==================== spi_slave
Fig. 1: spi_slave, selected gate families
Scale bar: 20 µm.
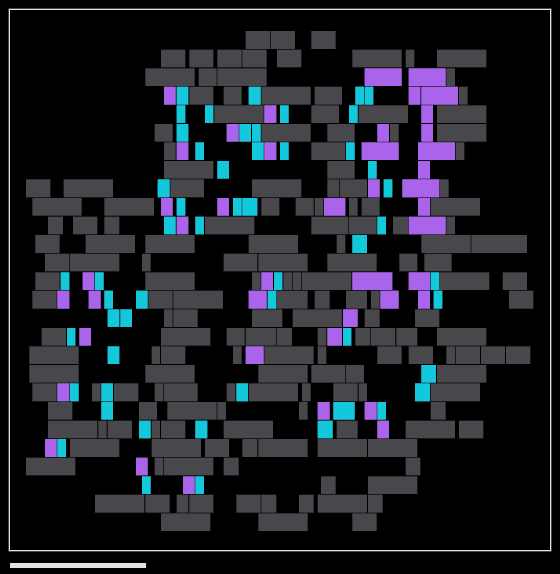

### config.mk
export PLATFORM = sky130hd
export DESIGN_NAME = spi_slave
export DESIGN_NICKNAME = d
export VERILOG_FILES = /design/src/rtl/spi_pkg.sv /design/src/rtl/spi_sync_edge.sv /design/src/rtl/spi_slave.sv
export SDC_FILE = /design/constraint.sdc
export NUM_CORES = 1
export LEC_CHECK = 0
export CAP_MARGIN = 20
export CORE_MARGIN = 2
export CORE_UTILIZATION = 40
export CTS_CLUSTER_SIZE = 10
export DETAILED_ROUTE_END_ITERATION = 7
export PLACE_DENSITY_LB_ADDON = 0.25
export SLEW_MARGIN = 10
export SYNTH_ARGS = -nofsm -noshare
export SYNTH_HDL_FRONTEND = slang
export SYNTH_SLANG_ARGS = --single-unit
### constraint.sdc
create_clock -name clk -period 2.3 [get_ports clk]
set_input_delay 0.46 -clock clk [delete_from_list [all_inputs] [get_ports clk]]
set_output_delay 0.46 -clock clk [all_outputs]
set_load 0.02 [all_outputs]
### src/rtl/spi_pkg.sv
// Shared SPI types: slave FSM states, mode bundle, byte helpers.
// Used by the slave today and reusable by the master.
package spi_pkg;

    localparam int SPI_BYTE_BITS = 8;

    typedef enum logic {
        SLV_IDLE,
        SLV_ACTIVE
    } SpiSlaveState;

    typedef struct packed {
        logic cpol;
        logic cpha;
    } SpiMode;

    typedef logic [SPI_BYTE_BITS-1:0] spi_byte_t;

    function automatic logic tx_bit(
        input spi_byte_t b,
        input bit        lsb
    );
        return lsb ? b[0] : b[SPI_BYTE_BITS-1];
    endfunction

    function automatic spi_byte_t tx_next(
        input spi_byte_t b,
        input bit        lsb
    );
        return lsb ? {1'b0, b[SPI_BYTE_BITS-1:1]}
                   : {b[SPI_BYTE_BITS-2:0], 1'b0};
    endfunction

    function automatic spi_byte_t rx_push(
        input spi_byte_t b,
        input logic      d,
        input bit        lsb
    );
        return lsb ? {d, b[SPI_BYTE_BITS-1:1]}
                   : {b[SPI_BYTE_BITS-2:0], d};
    endfunction

endpackage

### src/rtl/spi_sync_edge.sv
// Multi-stage synchronizer with rise/fall strobes taken
// from the last two synchronized samples.
module spi_sync_edge #(
    parameter int STAGES = 2,
    parameter bit IDLE   = 1'b0
) (
    input  logic clk,
    input  logic res,
    input  logic d,
    output logic q,
    output logic rise,
    output logic fall
);

    logic [STAGES-1:0] sync;
    logic              prev;

    always_ff @(posedge clk) begin
        if (res) begin
            sync <= {STAGES{IDLE}};
            prev <= IDLE;
        end else begin
            sync <= {sync[STAGES-2:0], d};
            prev <= sync[STAGES-1];
        end
    end

    assign q    = sync[STAGES-1];
    assign rise = q & ~prev;
    assign fall = ~q & prev;

endmodule

### src/rtl/spi_slave.sv
// SPI slave: oversampled sclk/mosi/cs, byte strobe out,
// ready/load holding register in.
module spi_slave
    import spi_pkg::*;
#(
    parameter int SYNC_STAGES = 2,
    parameter bit LSB_FIRST   = 1'b1
) (
    input  logic       clk,
    input  logic       res,
    input  logic       sclk,
    input  logic       mosi,
    input  logic       cs,
    output logic       miso,
    output logic       misoOe,
    input  logic       CPOL,
    input  logic       CPHA,
    input  logic [7:0] txData,
    input  logic       txLoad,
    output logic       txReady,
    output logic [7:0] rxData,
    output logic       rxValid,
    output logic       underrun,
    output logic       frameErr
);

    logic sclk_unused_lvl, sclk_rise, sclk_fall;
    logic cs_q, cs_rise, cs_fall;
    logic mosi_q, mosi_unused_rise, mosi_unused_fall;

    spi_sync_edge #(.STAGES(SYNC_STAGES), .IDLE(1'b0)) u_sclk (
        .clk (clk),
        .res (res),
        .d   (sclk),
        .q   (sclk_unused_lvl),
        .rise(sclk_rise),
        .fall(sclk_fall)
    );

    spi_sync_edge #(.STAGES(SYNC_STAGES), .IDLE(1'b1)) u_cs (
        .clk (clk),
        .res (res),
        .d   (cs),
        .q   (cs_q),
        .rise(cs_rise),
        .fall(cs_fall)
    );

    spi_sync_edge #(.STAGES(SYNC_STAGES), .IDLE(1'b0)) u_mosi (
        .clk (clk),
        .res (res),
        .d   (mosi),
        .q   (mosi_q),
        .rise(mosi_unused_rise),
        .fall(mosi_unused_fall)
    );

    SpiSlaveState         state;
    SpiMode               mode_q;
    logic [2:0]           bit_cnt;
    spi_byte_t            rx_sh;
    spi_byte_t            tx_sh;
    spi_byte_t            hold;
    logic                 slot_pend;
    logic [SYNC_STAGES:0] fresh;
    logic                 armed;

    logic      lead, trail;
    logic      sample_edge, shift_edge;
    logic      start, slot_go, cpha_eff;
    spi_byte_t slot_byte, rx_next;

    always_comb begin
        lead        = mode_q.cpol ? sclk_fall : sclk_rise;
        trail       = mode_q.cpol ? sclk_rise : sclk_fall;
        sample_edge = mode_q.cpha ? trail : lead;
        // CPHA=0: the trailing edge after bit 8 must not clobber
        // the first bit of the next slot.
        shift_edge  = mode_q.cpha ? lead
                                  : (trail && bit_cnt != 3'd0);
        start       = state == SLV_IDLE && cs_fall && armed;
        slot_go     = start
                   || (state == SLV_ACTIVE && slot_pend && !cs_rise);
        cpha_eff    = start ? CPHA : mode_q.cpha;
        slot_byte   = txReady ? '0 : hold;
        rx_next     = rx_push(rx_sh, mosi_q, LSB_FIRST);
    end

    always_ff @(posedge clk) begin
        if (res) begin
            state     <= SLV_IDLE;
            mode_q    <= '0;
            bit_cnt   <= '0;
            rx_sh     <= '0;
            tx_sh     <= '0;
            hold      <= '0;
            slot_pend <= 1'b0;
            fresh     <= '0;
            armed     <= 1'b0;
            miso      <= 1'b0;
            misoOe    <= 1'b0;
            txReady   <= 1'b1;
            rxData    <= '0;
            rxValid   <= 1'b0;
            underrun  <= 1'b0;
            frameErr  <= 1'b0;
        end else begin
            rxValid   <= 1'b0;
            underrun  <= 1'b0;
            frameErr  <= 1'b0;
            slot_pend <= 1'b0;
            // A cs fall is only trusted once cs has been seen high
            // with real samples, not the synchronizer preset.
            fresh <= {fresh[SYNC_STAGES-1:0], 1'b1};
            if (cs_rise || (fresh[SYNC_STAGES] && cs_q))
                armed <= 1'b1;

            unique case (state)
                SLV_IDLE: begin
                    if (start) begin
                        state   <= SLV_ACTIVE;
                        mode_q  <= '{cpol: CPOL, cpha: CPHA};
                        misoOe  <= 1'b1;
                        bit_cnt <= '0;
                    end
                end
                SLV_ACTIVE: begin
                    if (cs_rise) begin
                        state    <= SLV_IDLE;
                        misoOe   <= 1'b0;
                        miso     <= 1'b0;
                        bit_cnt  <= '0;
                        frameErr <= bit_cnt != 3'd0;
                    end else begin
                        if (sample_edge) begin
                            rx_sh   <= rx_next;
                            bit_cnt <= bit_cnt + 3'd1;
                            if (bit_cnt == 3'd7) begin
                                rxData    <= rx_next;
                                rxValid   <= 1'b1;
                                slot_pend <= 1'b1;
                            end
                        end
                        if (shift_edge) begin
                            miso  <= tx_bit(tx_sh, LSB_FIRST);
                            tx_sh <= tx_next(tx_sh, LSB_FIRST);
                        end
                    end
                end
                default: state <= SLV_IDLE;
            endcase

            if (slot_go) begin
                underrun <= txReady;
                txReady  <= 1'b1;
                if (cpha_eff) begin
                    tx_sh <= slot_byte;
                end else begin
                    miso  <= tx_bit(slot_byte, LSB_FIRST);
                    tx_sh <= tx_next(slot_byte, LSB_FIRST);
                end
            end

            if (txLoad && txReady) begin
                hold    <= txData;
                txReady <= 1'b0;
            end
        end
    end

endmodule

==================== rv32i_hazard_unit_flat
[config.mk]
export PLATFORM = sky130hd
export DESIGN_NAME = rv32i_hazard_unit_flat
export DESIGN_NICKNAME = d
export VERILOG_FILES = /design/src/rtl/rv32i_hazard_unit_if.sv /design/src/rtl/rv32i_hazard_unit.sv /design/src/flat_wrapper.sv
export SDC_FILE = /design/constraint.sdc
export NUM_CORES = 1
export LEC_CHECK = 0
export ABC_AREA = 1
export CORE_MARGIN = 3
export CORE_UTILIZATION = 36
export CTS_BUF_LIST = sky130_fd_sc_hd__clkbuf_4 sky130_fd_sc_hd__clkbuf_8 sky130_fd_sc_hd__clkbuf_16
export DETAILED_ROUTE_END_ITERATION = 8
export PLACE_DENSITY = 0.86
export SYNTH_ARGS = -nofsm -noshare
export SYNTH_HDL_FRONTEND = slang
export SYNTH_SLANG_ARGS = --single-unit
[constraint.sdc]
create_clock -name clk -period 1.2 [get_ports clk]
set_clock_uncertainty 0.05 [all_clocks]
set_input_delay 0.12 -clock clk [delete_from_list [all_inputs] [get_ports clk]]
set_output_delay 0.12 -clock clk [all_outputs]
set_load 0.02 [all_outputs]
[src/rtl/rv32i_hazard_unit_if.sv]
// Pipeline <-> hazard-unit bundle: stall/redirect/ID operand info in, pipe-register
// control, EX forwarding selects and performance counters out.
interface rv32i_hazard_unit_if #(
  parameter int REG_ADDR_W = 5,
  parameter int PERF_W     = 32
);
  logic                  imem_busy;
  logic                  dmem_busy;
  logic [REG_ADDR_W-1:0] id_rs1;
  logic [REG_ADDR_W-1:0] id_rs2;
  logic                  id_use_rs1;
  logic                  id_use_rs2;
  logic [REG_ADDR_W-1:0] id_rd;
  logic                  id_wr;
  logic                  id_is_load;
  logic                  redirect;
  logic                  load_pipe;
  logic                  flush_ifid;
  logic                  bubble_idex;
  logic                  hold_pc;
  logic [1:0]            fwd_sel1;
  logic [1:0]            fwd_sel2;
  logic [PERF_W-1:0]     perf_stall;
  logic [PERF_W-1:0]     perf_bubble;
  logic [PERF_W-1:0]     perf_flush;

  modport master (
    output imem_busy, dmem_busy, id_rs1, id_rs2, id_use_rs1, id_use_rs2,
           id_rd, id_wr, id_is_load, redirect,
    input  load_pipe, flush_ifid, bubble_idex, hold_pc, fwd_sel1, fwd_sel2,
           perf_stall, perf_bubble, perf_flush
  );

  modport slave (
    input  imem_busy, dmem_busy, id_rs1, id_rs2, id_use_rs1, id_use_rs2,
           id_rd, id_wr, id_is_load, redirect,
    output load_pipe, flush_ifid, bubble_idex, hold_pc, fwd_sel1, fwd_sel2,
           perf_stall, perf_bubble, perf_flush
  );
endinterface

[src/rtl/rv32i_hazard_unit.sv]
// Hazard/pipe control for the 5-stage RV32I pipeline: freeze, redirect flush, load-use
// bubble, EX forwarding. Define HAZARD_PERF_CNT_EN to build the saturating perf counters.
module rv32i_hazard_unit #(
  parameter int REG_ADDR_W  = 5,
  parameter int FLUSH_DEPTH = 2,
  parameter int PERF_W      = 32
) (
  input logic               clk,
  input logic               reset,
  rv32i_hazard_unit_if.slave hz
);

  typedef struct packed {
    logic                  valid;
    logic [REG_ADDR_W-1:0] rd;
    logic                  wr;
    logic                  is_load;
    logic [REG_ADDR_W-1:0] rs1;
    logic [REG_ADDR_W-1:0] rs2;
  } ex_entry_t;

  // Past EX only the write-back identity matters for forwarding.
  typedef struct packed {
    logic                  valid;
    logic [REG_ADDR_W-1:0] rd;
    logic                  wr;
  } wb_entry_t;

  ex_entry_t ex_reg,  ex_next;
  wb_entry_t mem_reg, mem_next;
  wb_entry_t wb_reg,  wb_next;
  logic      redirect_pend_reg, redirect_pend_next;

  logic freeze;
  logic redirect_any;
  logic load_use;
  logic load_pipe_int;
  logic flush_ifid_int;
  logic bubble_idex_int;
  logic hold_pc_int;
  logic service_redirect;
  logic insert_bubble;

  always_comb begin
    freeze       = hz.imem_busy | hz.dmem_busy;
    redirect_any = hz.redirect | redirect_pend_reg;
    load_use     = ex_reg.valid & ex_reg.is_load & (ex_reg.rd != '0) &
                   ((hz.id_use_rs1 & (hz.id_rs1 == ex_reg.rd)) |
                    (hz.id_use_rs2 & (hz.id_rs2 == ex_reg.rd)));
    service_redirect = !freeze & redirect_any;
    insert_bubble    = !freeze & !redirect_any & load_use;
  end

  // Freeze outranks redirect, redirect outranks load-use.
  always_comb begin
    load_pipe_int   = 1'b1;
    flush_ifid_int  = 1'b0;
    bubble_idex_int = 1'b0;
    hold_pc_int     = 1'b0;
    if (reset) begin
      flush_ifid_int  = 1'b1;
      bubble_idex_int = 1'b1;
    end else if (freeze) begin
      load_pipe_int = 1'b0;
      hold_pc_int   = 1'b1;
    end else if (service_redirect) begin
      flush_ifid_int  = 1'b1;
      bubble_idex_int = (FLUSH_DEPTH == 2);
    end else if (insert_bubble) begin
      hold_pc_int     = 1'b1;
      bubble_idex_int = 1'b1;
    end
  end

  always_comb begin
    ex_next            = ex_reg;
    mem_next           = mem_reg;
    wb_next            = wb_reg;
    redirect_pend_next = redirect_pend_reg;
    if (load_pipe_int) begin
      wb_next  = mem_reg;
      mem_next = '{valid: ex_reg.valid, rd: ex_reg.rd, wr: ex_reg.wr};
      if (bubble_idex_int) begin
        ex_next = '0;
      end else begin
        ex_next = '{valid: 1'b1, rd: hz.id_rd, wr: hz.id_wr, is_load: hz.id_is_load,
                    rs1: hz.id_rs1, rs2: hz.id_rs2};
      end
      redirect_pend_next = 1'b0;
    end else if (hz.redirect) begin
      redirect_pend_next = 1'b1;
    end
  end

  always_ff @(posedge clk) begin
    if (reset) begin
      ex_reg            <= '0;
      mem_reg           <= '0;
      wb_reg            <= '0;
      redirect_pend_reg <= 1'b0;
    end else begin
      ex_reg            <= ex_next;
      mem_reg           <= mem_next;
      wb_reg            <= wb_next;
      redirect_pend_reg <= redirect_pend_next;
    end
  end

  logic [REG_ADDR_W-1:0] ex_src [2];
  logic [1:0]            fwd_sel [2];

  assign ex_src[0] = ex_reg.rs1;
  assign ex_src[1] = ex_reg.rs2;

  generate
    for (genvar gi = 0; gi < 2; gi++) begin : g_fwd
      logic mem_hit;
      logic wb_hit;
      assign mem_hit = mem_reg.valid & mem_reg.wr & (mem_reg.rd != '0) & (mem_reg.rd == ex_src[gi]);
      assign wb_hit  = wb_reg.valid  & wb_reg.wr  & (wb_reg.rd  != '0) & (wb_reg.rd  == ex_src[gi]);
      assign fwd_sel[gi] = (reset || !ex_reg.valid) ? 2'b00 :
                           mem_hit                  ? 2'b01 :
                           wb_hit                   ? 2'b10 : 2'b00;
    end
  endgenerate

  assign hz.load_pipe   = load_pipe_int;
  assign hz.flush_ifid  = flush_ifid_int;
  assign hz.bubble_idex = bubble_idex_int;
  assign hz.hold_pc     = hold_pc_int;
  assign hz.fwd_sel1    = fwd_sel[0];
  assign hz.fwd_sel2    = fwd_sel[1];

`ifdef HAZARD_PERF_CNT_EN
  logic [PERF_W-1:0] perf_stall_reg;
  logic [PERF_W-1:0] perf_bubble_reg;
  logic [PERF_W-1:0] perf_flush_reg;

  always_ff @(posedge clk) begin
    if (reset) begin
      perf_stall_reg  <= '0;
      perf_bubble_reg <= '0;
      perf_flush_reg  <= '0;
    end else begin
      if (!load_pipe_int && (perf_stall_reg != '1))
        perf_stall_reg <= perf_stall_reg + 1'b1;
      if (insert_bubble && (perf_bubble_reg != '1))
        perf_bubble_reg <= perf_bubble_reg + 1'b1;
      if (service_redirect && (perf_flush_reg != '1))
        perf_flush_reg <= perf_flush_reg + 1'b1;
    end
  end

  assign hz.perf_stall  = perf_stall_reg;
  assign hz.perf_bubble = perf_bubble_reg;
  assign hz.perf_flush  = perf_flush_reg;
`else
  assign hz.perf_stall  = {PERF_W{1'b0}};
  assign hz.perf_bubble = {PERF_W{1'b0}};
  assign hz.perf_flush  = {PERF_W{1'b0}};
`endif

endmodule

[src/flat_wrapper.sv]
// flat-port wrapper written by rule: the top's interface ports become plain ports
module rv32i_hazard_unit_flat 
#(
  parameter int REG_ADDR_W  = 5,
  parameter int FLUSH_DEPTH = 2,
  parameter int PERF_W      = 32
)
  (clk, reset, hz_imem_busy, hz_dmem_busy, hz_id_rs1, hz_id_rs2, hz_id_use_rs1, hz_id_use_rs2, hz_id_rd, hz_id_wr, hz_id_is_load, hz_redirect, hz_load_pipe, hz_flush_ifid, hz_bubble_idex, hz_hold_pc, hz_fwd_sel1, hz_fwd_sel2, hz_perf_stall, hz_perf_bubble, hz_perf_flush);
  rv32i_hazard_unit_if #(.REG_ADDR_W(REG_ADDR_W), .PERF_W(PERF_W)) hz_i ();
  input logic clk;
  input logic reset;
  input wire logic [$bits(hz_i.imem_busy)-1:0] hz_imem_busy;
  input wire logic [$bits(hz_i.dmem_busy)-1:0] hz_dmem_busy;
  input wire logic [$bits(hz_i.id_rs1)-1:0] hz_id_rs1;
  input wire logic [$bits(hz_i.id_rs2)-1:0] hz_id_rs2;
  input wire logic [$bits(hz_i.id_use_rs1)-1:0] hz_id_use_rs1;
  input wire logic [$bits(hz_i.id_use_rs2)-1:0] hz_id_use_rs2;
  input wire logic [$bits(hz_i.id_rd)-1:0] hz_id_rd;
  input wire logic [$bits(hz_i.id_wr)-1:0] hz_id_wr;
  input wire logic [$bits(hz_i.id_is_load)-1:0] hz_id_is_load;
  input wire logic [$bits(hz_i.redirect)-1:0] hz_redirect;
  output wire logic [$bits(hz_i.load_pipe)-1:0] hz_load_pipe;
  output wire logic [$bits(hz_i.flush_ifid)-1:0] hz_flush_ifid;
  output wire logic [$bits(hz_i.bubble_idex)-1:0] hz_bubble_idex;
  output wire logic [$bits(hz_i.hold_pc)-1:0] hz_hold_pc;
  output wire logic [$bits(hz_i.fwd_sel1)-1:0] hz_fwd_sel1;
  output wire logic [$bits(hz_i.fwd_sel2)-1:0] hz_fwd_sel2;
  output wire logic [$bits(hz_i.perf_stall)-1:0] hz_perf_stall;
  output wire logic [$bits(hz_i.perf_bubble)-1:0] hz_perf_bubble;
  output wire logic [$bits(hz_i.perf_flush)-1:0] hz_perf_flush;
  assign hz_i.imem_busy = hz_imem_busy;
  assign hz_i.dmem_busy = hz_dmem_busy;
  assign hz_i.id_rs1 = hz_id_rs1;
  assign hz_i.id_rs2 = hz_id_rs2;
  assign hz_i.id_use_rs1 = hz_id_use_rs1;
  assign hz_i.id_use_rs2 = hz_id_use_rs2;
  assign hz_i.id_rd = hz_id_rd;
  assign hz_i.id_wr = hz_id_wr;
  assign hz_i.id_is_load = hz_id_is_load;
  assign hz_i.redirect = hz_redirect;
  assign hz_load_pipe = hz_i.load_pipe;
  assign hz_flush_ifid = hz_i.flush_ifid;
  assign hz_bubble_idex = hz_i.bubble_idex;
  assign hz_hold_pc = hz_i.hold_pc;
  assign hz_fwd_sel1 = hz_i.fwd_sel1;
  assign hz_fwd_sel2 = hz_i.fwd_sel2;
  assign hz_perf_stall = hz_i.perf_stall;
  assign hz_perf_bubble = hz_i.perf_bubble;
  assign hz_perf_flush = hz_i.perf_flush;
  rv32i_hazard_unit #(.REG_ADDR_W(REG_ADDR_W), .FLUSH_DEPTH(FLUSH_DEPTH), .PERF_W(PERF_W)) u_core (.clk(clk), .reset(reset), .hz(hz_i));
endmodule
==================== io_sw_sum_master_flat
`src/rtl/io_map_pkg.sv`:
```
// io_map_pkg: address map, FSM state encoding and small helpers shared by the
// switch/sum bus initiator and its interface.
package io_map_pkg;

  localparam int IO_DATA_W = 32;
  localparam int IO_ADDR_W = 4;

  // Responder address map. Only 0..4 may ever be written: the responder
  // treats a write to any other address as "clear all outputs".
  localparam logic [IO_ADDR_W-1:0] IO_HEX01  = 4'd0;
  localparam logic [IO_ADDR_W-1:0] IO_HEX23  = 4'd1;
  localparam logic [IO_ADDR_W-1:0] IO_HEX45  = 4'd2;
  localparam logic [IO_ADDR_W-1:0] IO_LED_LO = 4'd3;
  localparam logic [IO_ADDR_W-1:0] IO_LED_HI = 4'd4;
  localparam logic [IO_ADDR_W-1:0] IO_SW_LO  = 4'd5;
  localparam logic [IO_ADDR_W-1:0] IO_SW_HI  = 4'd6;

  typedef enum logic [3:0] {
    ST_IDLE,
    ST_RD_A,
    ST_RD_B,
    ST_CAP_B,
    ST_CMP,
    ST_WR_H0,
    ST_WR_H1,
    ST_WR_H2,
    ST_WR_L0,
    ST_WR_L1,
    ST_DONE,
    ST_WAIT
  } io_state_e;

  // Which captured value a bus cycle carries on io_wdata.
  typedef enum logic [1:0] {
    SRC_ZERO,
    SRC_A,
    SRC_B,
    SRC_SUM
  } io_src_e;

  typedef struct packed {
    logic [IO_ADDR_W-1:0] addr;
    logic                 we;
    io_src_e              src;
  } io_cmd_t;

  // Bus command presented while the FSM sits in state s.
  function automatic io_cmd_t io_cmd_for(io_state_e s);
    io_cmd_t c;
    c.addr = IO_HEX01;
    c.we   = 1'b0;
    c.src  = SRC_ZERO;
    case (s)
      ST_RD_A:  c.addr = IO_SW_LO;
      ST_RD_B:  c.addr = IO_SW_HI;
      ST_WR_H0: begin c.addr = IO_HEX01;  c.we = 1'b1; c.src = SRC_A;   end
      ST_WR_H1: begin c.addr = IO_HEX23;  c.we = 1'b1; c.src = SRC_B;   end
      ST_WR_H2: begin c.addr = IO_HEX45;  c.we = 1'b1; c.src = SRC_SUM; end
      ST_WR_L0: begin c.addr = IO_LED_LO; c.we = 1'b1; c.src = SRC_A;   end
      ST_WR_L1: begin c.addr = IO_LED_HI; c.we = 1'b1; c.src = SRC_B;   end
      default:  ;
    endcase
    return c;
  endfunction

  // Zero-extended 5+5 bit add; 31+31 = 62 fits in 6 bits.
  function automatic logic [5:0] sum6(logic [4:0] a, logic [4:0] b);
    return {1'b0, a} + {1'b0, b};
  endfunction

  function automatic logic is_busy(io_state_e s);
    return !(s == ST_IDLE || s == ST_WAIT);
  endfunction

endpackage

```
`src/rtl/io_sw_sum_master_if.sv`:
```
// io_sw_sum_master_if: 4-bit-address I/O port between the sweep initiator
// (master) and the LED/hex/switch responder (slave).
//
// Bus protocol: there is no valid/ready pair. The master owns every cycle:
// io_we=1 for exactly one cycle commits io_wdata to io_addr; io_we=0 with an
// address is a read, and the responder registers io_rdata on the edge that
// ends that cycle, so read data is valid in the following cycle.
interface io_sw_sum_master_if;
  import io_map_pkg::*;

  logic [IO_ADDR_W-1:0] io_addr;
  logic [IO_DATA_W-1:0] io_wdata;
  logic                 io_we;
  logic [IO_DATA_W-1:0] io_rdata;

  modport master (output io_addr, output io_wdata, output io_we, input io_rdata);
  modport slave  (input io_addr, input io_wdata, input io_we, output io_rdata);
endinterface

```
`src/rtl/io_poll_timer.sv`:
```
// io_poll_timer: down-counter that spaces switch sweeps. Loading arms it for
// POLL_PERIOD ticks; expire is high once the count has run down to zero.
module io_poll_timer #(
  parameter int POLL_PERIOD = 50000
) (
  input  logic clock,
  input  logic resetn,
  input  logic load,
  input  logic tick,
  output logic expire
);

  localparam int CNT_W = $clog2(POLL_PERIOD + 1);
  // Reload with PERIOD-1 so that the WAIT cycle that observes zero is the
  // POLL_PERIOD-th one.
  localparam logic [CNT_W-1:0] RELOAD = CNT_W'(POLL_PERIOD - 1);

  logic [CNT_W-1:0] count;

  // Load on entry to WAIT, count down one per WAIT cycle, hold at zero.
  always_ff @(posedge clock) begin
    if (!resetn) begin
      count <= '0;
    end else if (load) begin
      count <= RELOAD;
    end else if (tick && count != '0) begin
      count <= count - 1'b1;
    end
  end

  assign expire = (count == '0);

endmodule

```
`src/rtl/io_sw_sum_master.sv`:
```
// io_sw_sum_master: reads both switch groups, forms A, B and A+B, and writes
// them to the hex pairs and LED groups. Write-back is skipped when the
// switches match the last written values. All bus outputs are registers.
module io_sw_sum_master
  import io_map_pkg::*;
#(
  parameter int POLL_PERIOD = 50000
) (
  input  logic                clock,
  input  logic                resetn,
  input  logic                enable,
  io_sw_sum_master_if.master  bus,
  output logic                busy,
  output logic                sweep_done,
  output logic [5:0]          sum_out,
  output io_state_e           state_dbg
);

  io_state_e state;
  io_state_e next_state;
  io_cmd_t   next_cmd;

  logic [4:0] a_q;
  logic [4:0] b_q;
  logic [4:0] last_a;
  logic [4:0] last_b;
  logic       last_valid;
  logic       changed;

  logic       timer_load;
  logic       timer_tick;
  logic       timer_expire;

  logic [IO_DATA_W-1:0] wdata_next;

  // Only the low five switch bits carry an operand.
  logic unused_rdata_hi;
  assign unused_rdata_hi = ^bus.io_rdata[IO_DATA_W-1:5];

  assign changed   = !last_valid || (a_q != last_a) || (b_q != last_b);
  assign state_dbg = state;

  // Arm the timer on every entry to WAIT; count only while in WAIT.
  assign timer_load = (state == ST_CMP && !changed) || (state == ST_DONE);
  assign timer_tick = (state == ST_WAIT);

  io_poll_timer #(
    .POLL_PERIOD (POLL_PERIOD)
  ) u_timer (
    .clock  (clock),
    .resetn (resetn),
    .load   (timer_load),
    .tick   (timer_tick),
    .expire (timer_expire)
  );

  // Next-state decision. enable is only honoured in IDLE, DONE and WAIT, so
  // a write sequence once started always runs to DONE.
  always_comb begin
    next_state = state;
    case (state)
      ST_IDLE:  if (enable) next_state = ST_RD_A;
      ST_RD_A:  next_state = ST_RD_B;
      ST_RD_B:  next_state = ST_CAP_B;
      ST_CAP_B: next_state = ST_CMP;
      ST_CMP:   next_state = changed ? ST_WR_H0 : ST_WAIT;
      ST_WR_H0: next_state = ST_WR_H1;
      ST_WR_H1: next_state = ST_WR_H2;
      ST_WR_H2: next_state = ST_WR_L0;
      ST_WR_L0: next_state = ST_WR_L1;
      ST_WR_L1: next_state = ST_DONE;
      ST_DONE:  next_state = enable ? ST_WAIT : ST_IDLE;
      ST_WAIT: begin
        if (!enable) begin
          next_state = ST_IDLE;
        end else if (timer_expire) begin
          next_state = ST_RD_A;
        end
      end
      default:  next_state = ST_IDLE;
    endcase
  end

  assign next_cmd = io_cmd_for(next_state);

  // Write data for the upcoming cycle; bits above the operand stay zero.
  always_comb begin
    wdata_next = '0;
    case (next_cmd.src)
      SRC_A:   wdata_next[4:0] = a_q;
      SRC_B:   wdata_next[4:0] = b_q;
      SRC_SUM: wdata_next[5:0] = sum6(a_q, b_q);
      default: ;
    endcase
  end

  // State, operand capture and registered bus/status outputs. Outputs are
  // loaded from the next state so they line up with the state register.
  always_ff @(posedge clock) begin
    if (!resetn) begin
      state        <= ST_IDLE;
      a_q          <= '0;
      b_q          <= '0;
      last_a       <= '0;
      last_b       <= '0;
      last_valid   <= 1'b0;
      sum_out      <= '0;
      bus.io_addr  <= IO_HEX01;
      bus.io_we    <= 1'b0;
      bus.io_wdata <= '0;
      busy         <= 1'b0;
      sweep_done   <= 1'b0;
    end else begin
      state <= next_state;

      // Read data for the address shown in the previous cycle arrives now.
      if (state == ST_RD_B)  a_q <= bus.io_rdata[4:0];
      if (state == ST_CAP_B) b_q <= bus.io_rdata[4:0];

      bus.io_addr  <= next_cmd.addr;
      bus.io_we    <= next_cmd.we;
      bus.io_wdata <= wdata_next;
      busy         <= is_busy(next_state);
      sweep_done   <= (next_state == ST_DONE);

      if (next_state == ST_DONE) begin
        last_a     <= a_q;
        last_b     <= b_q;
        last_valid <= 1'b1;
        sum_out    <= sum6(a_q, b_q);
      end
    end
  end

endmodule

```
`src/flat_wrapper.sv`:
```
// flat-port wrapper written by rule: the top's interface ports become plain ports
module io_sw_sum_master_flat import io_map_pkg::*;
#(
  parameter int POLL_PERIOD = 50000
)
  (clock, resetn, enable, busy, sweep_done, sum_out, state_dbg, bus_io_addr, bus_io_wdata, bus_io_we, bus_io_rdata);
  io_sw_sum_master_if bus_i ();
  input  logic clock;
  input  logic resetn;
  input  logic enable;
  output logic busy;
  output logic sweep_done;
  output logic [5:0] sum_out;
  output io_state_e state_dbg;
  output wire logic [$bits(bus_i.io_addr)-1:0] bus_io_addr;
  output wire logic [$bits(bus_i.io_wdata)-1:0] bus_io_wdata;
  output wire logic [$bits(bus_i.io_we)-1:0] bus_io_we;
  input wire logic [$bits(bus_i.io_rdata)-1:0] bus_io_rdata;
  assign bus_io_addr = bus_i.io_addr;
  assign bus_io_wdata = bus_i.io_wdata;
  assign bus_io_we = bus_i.io_we;
  assign bus_i.io_rdata = bus_io_rdata;
  io_sw_sum_master #(.POLL_PERIOD(POLL_PERIOD)) u_core (.clock(clock), .resetn(resetn), .enable(enable), .bus(bus_i), .busy(busy), .sweep_done(sweep_done), .sum_out(sum_out), .state_dbg(state_dbg));
endmodule
```
`config.mk`:
```
export PLATFORM = sky130hd
export DESIGN_NAME = io_sw_sum_master_flat
export DESIGN_NICKNAME = d
export VERILOG_FILES = /design/src/rtl/io_map_pkg.sv /design/src/rtl/io_sw_sum_master_if.sv /design/src/rtl/io_poll_timer.sv /design/src/rtl/io_sw_sum_master.sv /design/src/flat_wrapper.sv
export SDC_FILE = /design/constraint.sdc
export NUM_CORES = 1
export LEC_CHECK = 0
export CORE_MARGIN = 5
export CORE_UTILIZATION = 34
export CTS_CLUSTER_SIZE = 16
export DETAILED_ROUTE_END_ITERATION = 8
export PLACE_DENSITY = 0.64
export SLEW_MARGIN = 5
export SYNTH_ARGS = -nofsm -noshare
export SYNTH_HDL_FRONTEND = slang
export SYNTH_SLANG_ARGS = --single-unit
```
`constraint.sdc`:
```
create_clock -name clock -period 7.05 [get_ports clock]
set_input_delay 1.41 -clock clock [delete_from_list [all_inputs] [get_ports clock]]
set_output_delay 1.41 -clock clock [all_outputs]
set_load 0.03 [all_outputs]
```

==> notes/layouts.md <==
Pictures saved along the way, in no particular order.

Clock routing.
(a)
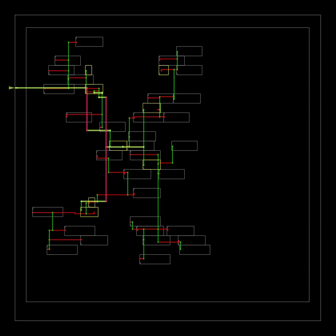
(b)
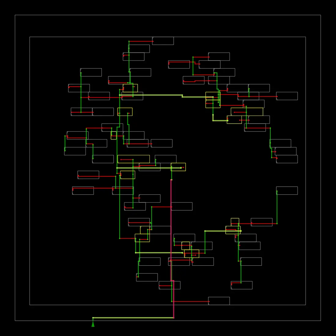
(c)
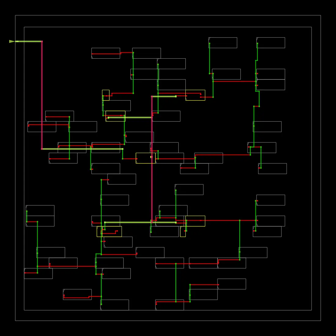
(a): rv32i_hazard_unit_flat
(b): io_sw_sum_master_flat
(c): spi_slave
The one with the fewest sequential cells is (a).

Fig. 2: spi_slave, metal layers overlaid
Two of the layers only.
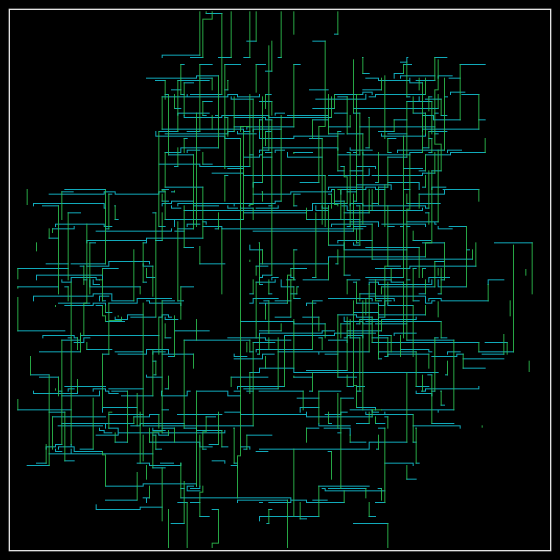
M1: shown in cyan, wire length 2130 µm. M2: shown in green, wire length 1820 µm.

Fig. 3: spi_slave, ports around the boundary
Pins as bars across the die edge, other pins in grey.
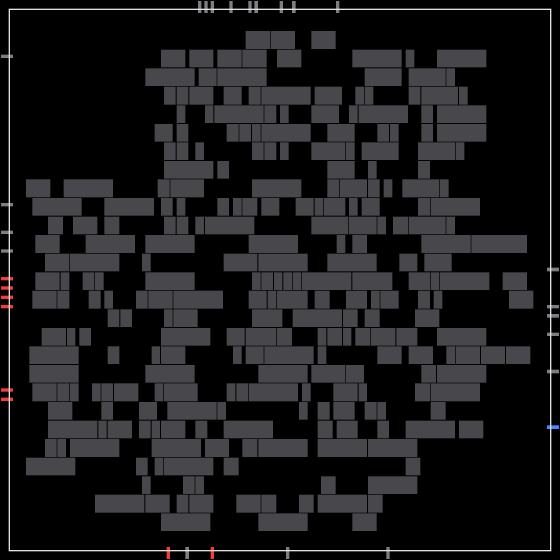
`misoOe`: shown in blue, pins 1, direction output, edge east. `rxData`: shown in red, pins 8, direction output, edge 6 west, 2 south.
All pins by edge: 10 west, 9 north, 6 east, 5 south.
die height: 79.20 µm
port buffer count: 29
Die W: 79.20 µm

Notes on Fig. 1 above:
nand cells: shown in cyan, cells 53, most used nand2_1. aoi and oai cells: shown in purple, cells 43, most used a21oi_1.
combinational share of cell area: 0.3866
Layout Cells excl Fill: 342
dominant logic cell type in the layout: dfxtp_1

==> flow_summary.json, spi_slave <==
{
  "p_comb_w": 0.000123,
  "drive_gt1_frac": 0.1037,
  "rsz0062_at_grt": "no",
  "crit_family": "simple AND/OR/NAND/NOR gates",
  "worst-path-stages": 7,
  "dieArea_um2": 6273,
  "ys_seq_share": 0.4867,
  "reg2reg_depth": 7,
  "p_switching_w": 0.0003698,
  "ctsResizeCount": 0,
  "simple_gate_share": 0.1975,
  "grtUsageMet2": 0.2136,
  "ys_sh_mux": 0.1001,
  "cp_num_buf_inv": 1,
  "cts.sinks": 55,
  "core_util_floorplan": 0.4134,
  "path_max_fanout": 9,
  "topCellsByArea": "dfxtp_1 (49%), nand2_1 (5.0%), mux2i_1 (4.9%), a221oi_2 (4.6%), a21oi_1 (4.4%)",
  "place_congestion": 0.7557,
  "required_ps": 2530,
  "xor_share": 0.003872,
  "worst_pin_slew_ps": 641.6,
  "edf_count": 0,
  "pre_cts_ws_ps": 287.7,
  "grt_usage": 0.1404,
  "antenna_cells": 0,
  "leakagePower_nw": 0.9497,
  "status": "complete, no violations",
  "setup-tns-final_ps": 0,
  "drc_errors": 0
}
## spi_slave: final cells by class
type                            instances  area [µm²]
Sequential cell                        55        1101
Timing Repair Buffer                   36       337.8
Multi-Input combinational cell        160        1041
Clock inverter                          1       5.005
Clock buffer                            7       76.32
Tap cell                               72       90.09
Inverter                               11       41.29
Fill cell                             552        2780
## spi_slave: per-stage QoR
step / total power (W) / area (µm²) / std cells
after floorplan: 0.001084 / 2262 / 242
after global placement: 0.001136 / 2611 / 334
after detailed placement: 0.001138 / 2611 / 334
after CTS: 0.001645 / 2693 / 342
after global routing: 0.001699 / 2693 / 342
final: 0.001624 / 2693 / 342
Fig. 4: io_sw_sum_master_flat, ports around the boundary
Pins as bars across the die edge, other pins in grey.
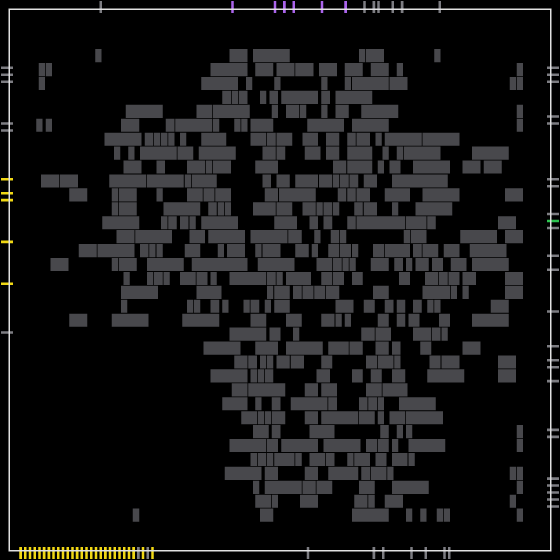
`sum_out`: shown in purple, pins 6, direction output, edge north. `bus_io_rdata`: shown in yellow, pins 32, direction input, edge 27 south, 5 west. `busy`: shown in green, pins 1, direction output, edge east.

Fig. 5: io_sw_sum_master_flat, metal layers overlaid
Two of the layers only.
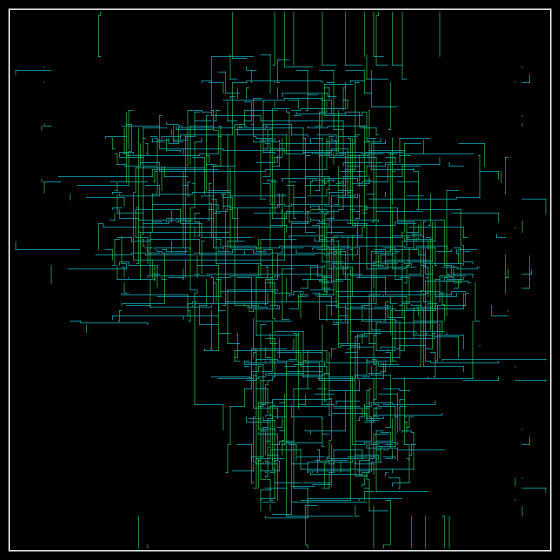
M2: shown in green, wire length 3080 µm. M1: shown in cyan, wire length 3320 µm.
GRT Overall Usage: 0.1254
routed via count: 2508
routed len/inst: 13.43 µm
Detailed Route WL: 6811 µm

==> flow_summary.json, io_sw_sum_master_flat <==
{
  "buffers": 33,
  "layout_top_cells": "dfxtp_1 (59), nor2_1 (46), nand2_1 (36)",
  "area_share_clock_buf_inv": 0.06252,
  "leakagePower_nw": 1.304,
  "pre_cts_ws_ps": 3579,
  "maxSlewViolCount": 0,
  "syn_inst": 366,
  "worst-endpoint-arrival_ps": 1800,
  "clock.fmax_mhz": 311.8,
  "post_cts_buffers": 0,
  "cpPeakStageDelay_ps": 780,
  "dp_cells": 491,
  "holdCritPathClass": "register to register",
  "first_pass_iters": 4,
  "avgViaCountPerCell": 4.947,
  "synthDistinctLibCells": 54,
  "grtUsageMet2": 0.2040,
  "cts_buffer_depth": 2,
  "setup_slack_ps": 3843,
  "status": "complete, no violations",
  "skew_ps": 10.08,
  "period_used_share": 0.4549,
  "logic_area_um2": 1733,
  "top_cell_area_share": 0.3811,
  "core_util_floorplan": 0.3519,
  "nClkBuffers": 10,
  "required_ps": 5640,
  "critPathKind": "register to output port",
  "fin_util": 0.4113,
  "topCellsByArea": "dfxtp_1 (38%), buf_4 (6.5%), xnor2_1 (5.7%), nor2_1 (5.6%), a21oi_1 (4.7%)",
  "ant_nets": 0,
  "hold_start": "u_core.sum_out[4]",
  "core_area_um2": 8806,
  "p_switching_w": 0.0002090,
  "cts.reportedPaths.clkPinSlew_ps": 70,
  "place_area_um2": 3396,
  "layoutNonFillerInstCount": 507,
  "synth-area-yosys_um2": 3099,
  "inverters_excl_clock": 7,
  "synthAdderAreaFrac": 0.03068,
  "wl_met2_um": 3077,
  "p_comb_w": 0.0000929,
  "flops": 59,
  "area_growth_pct": 16.88,
  "edf_count": 0,
  "whs_ps": 458.0,
  "lay_top_count": "dfxtp_1",
  "drtIter0Drc": 105,
  "wl_met3_um": 366
}
io_sw_sum_master_flat: sequential cells by signal, indices dropped and copies added (netlist names):
register              flops
u_core.u_timer.count     16
u_core.bus.io_wdata       6
u_core.sum_out            6
u_core.a_q                5
u_core.b_q                5
u_core.last_a             5
u_core.last_b             5
u_core.state_dbg          4
u_core.bus.io_addr        3
u_core.bus.io_we          1
u_core.busy               1
u_core.last_valid         1
u_core.sweep_done         1
Fig. 6: rv32i_hazard_unit_flat, metal layers overlaid
Two of the layers only.
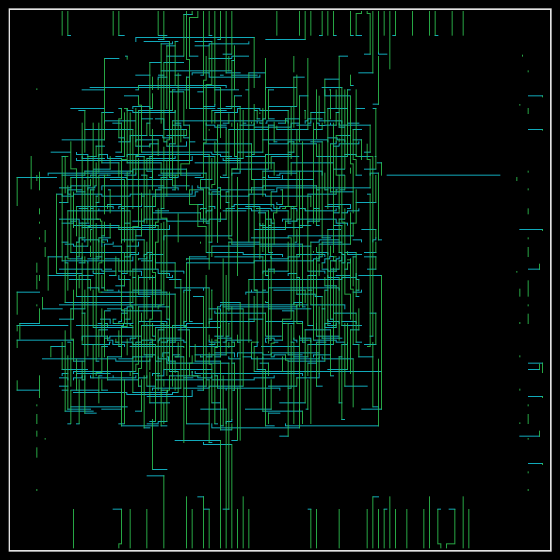
M2: shown in green, wire length 3680 µm. M1: shown in cyan, wire length 2370 µm.

==> flow_summary.json, rv32i_hazard_unit_flat <==
{
  "total_power_w": 0.002905,
  "hold_end": "u_core.ex_reg[7]",
  "cts-htree-levels": 2,
  "violations": "setup timing",
  "buffer_area_frac": 0.2688,
  "setup_slack_ps": -512.5,
  "warnings": 29,
  "status": "finished, violations left",
  "p_switching_w": 0.001023,
  "hold_buffers": 0,
  "r2r_end": "u_core.ex_reg[2]",
  "lay_top_count": "conb_1",
  "dp_cells": 484,
  "core_area_um2": 6422,
  "setup_violations": 26,
  "area_growth_pct": 38.66,
  "hold_start": "hz_id_rs1[2]",
  "stdcell_area_um2": 3352,
  "wl_per_cell_um": 13.22,
  "reg2reg_depth": 11
}
## rv32i_hazard_unit_flat: power by group through the flow
stage	combinational, W	clock [W]	sequential [W]
floorplan	0.000724	0	0.00120
global placement	0.000728	0	0.00121
detailed placement	0.000738	0	0.00121
CTS	0.000782	0.000827	0.00119
global route	0.000963	0.000871	0.00119
finish	0.000894	0.000823	0.00119
## rv32i_hazard_unit_flat: routing by layer
layer / up-vias / track usage / share of wire
li1: 1072 / - / -
met3: 23 / 0.02070 / 0.076
met4: 0 / 0.05160 / 0.023
met2: 140 / 0.2747 / 0.55
met1: 1060 / 0.1757 / 0.35
met5: - / 0 / 0


## Gallery

Where the registers sit.
Scale bar: 20 µm. Other sequential cells in the stronger grey, the rest of the logic in the fainter grey.
panel A
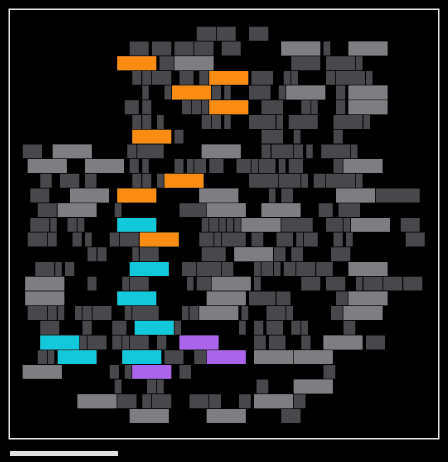
panel B
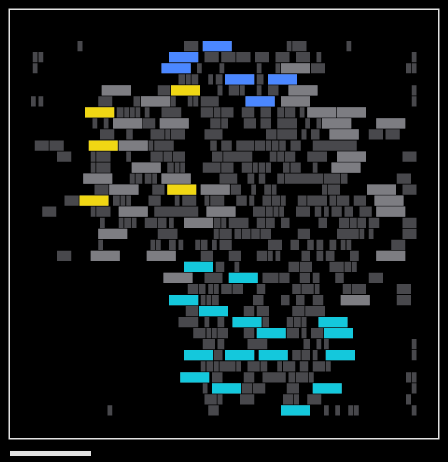
panel C
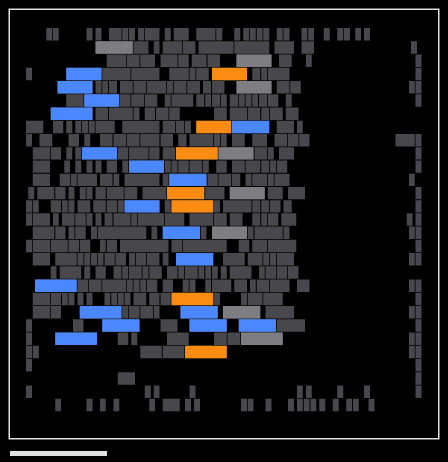
| picture | from |
|---|---|
| panel A | spi_slave |
| panel B | io_sw_sum_master_flat |
| panel C | rv32i_hazard_unit_flat |
- smallest die: panel A
- fewest sequential cells: panel C

Key to panel B:
`u_core.sum_out`: shown in blue, flops 6, where north. `u_core.a_q`: shown in yellow, flops 5. `u_core.u_timer.count`: shown in cyan, flops 16, where south.

Power and IR drop assume default switching activity.
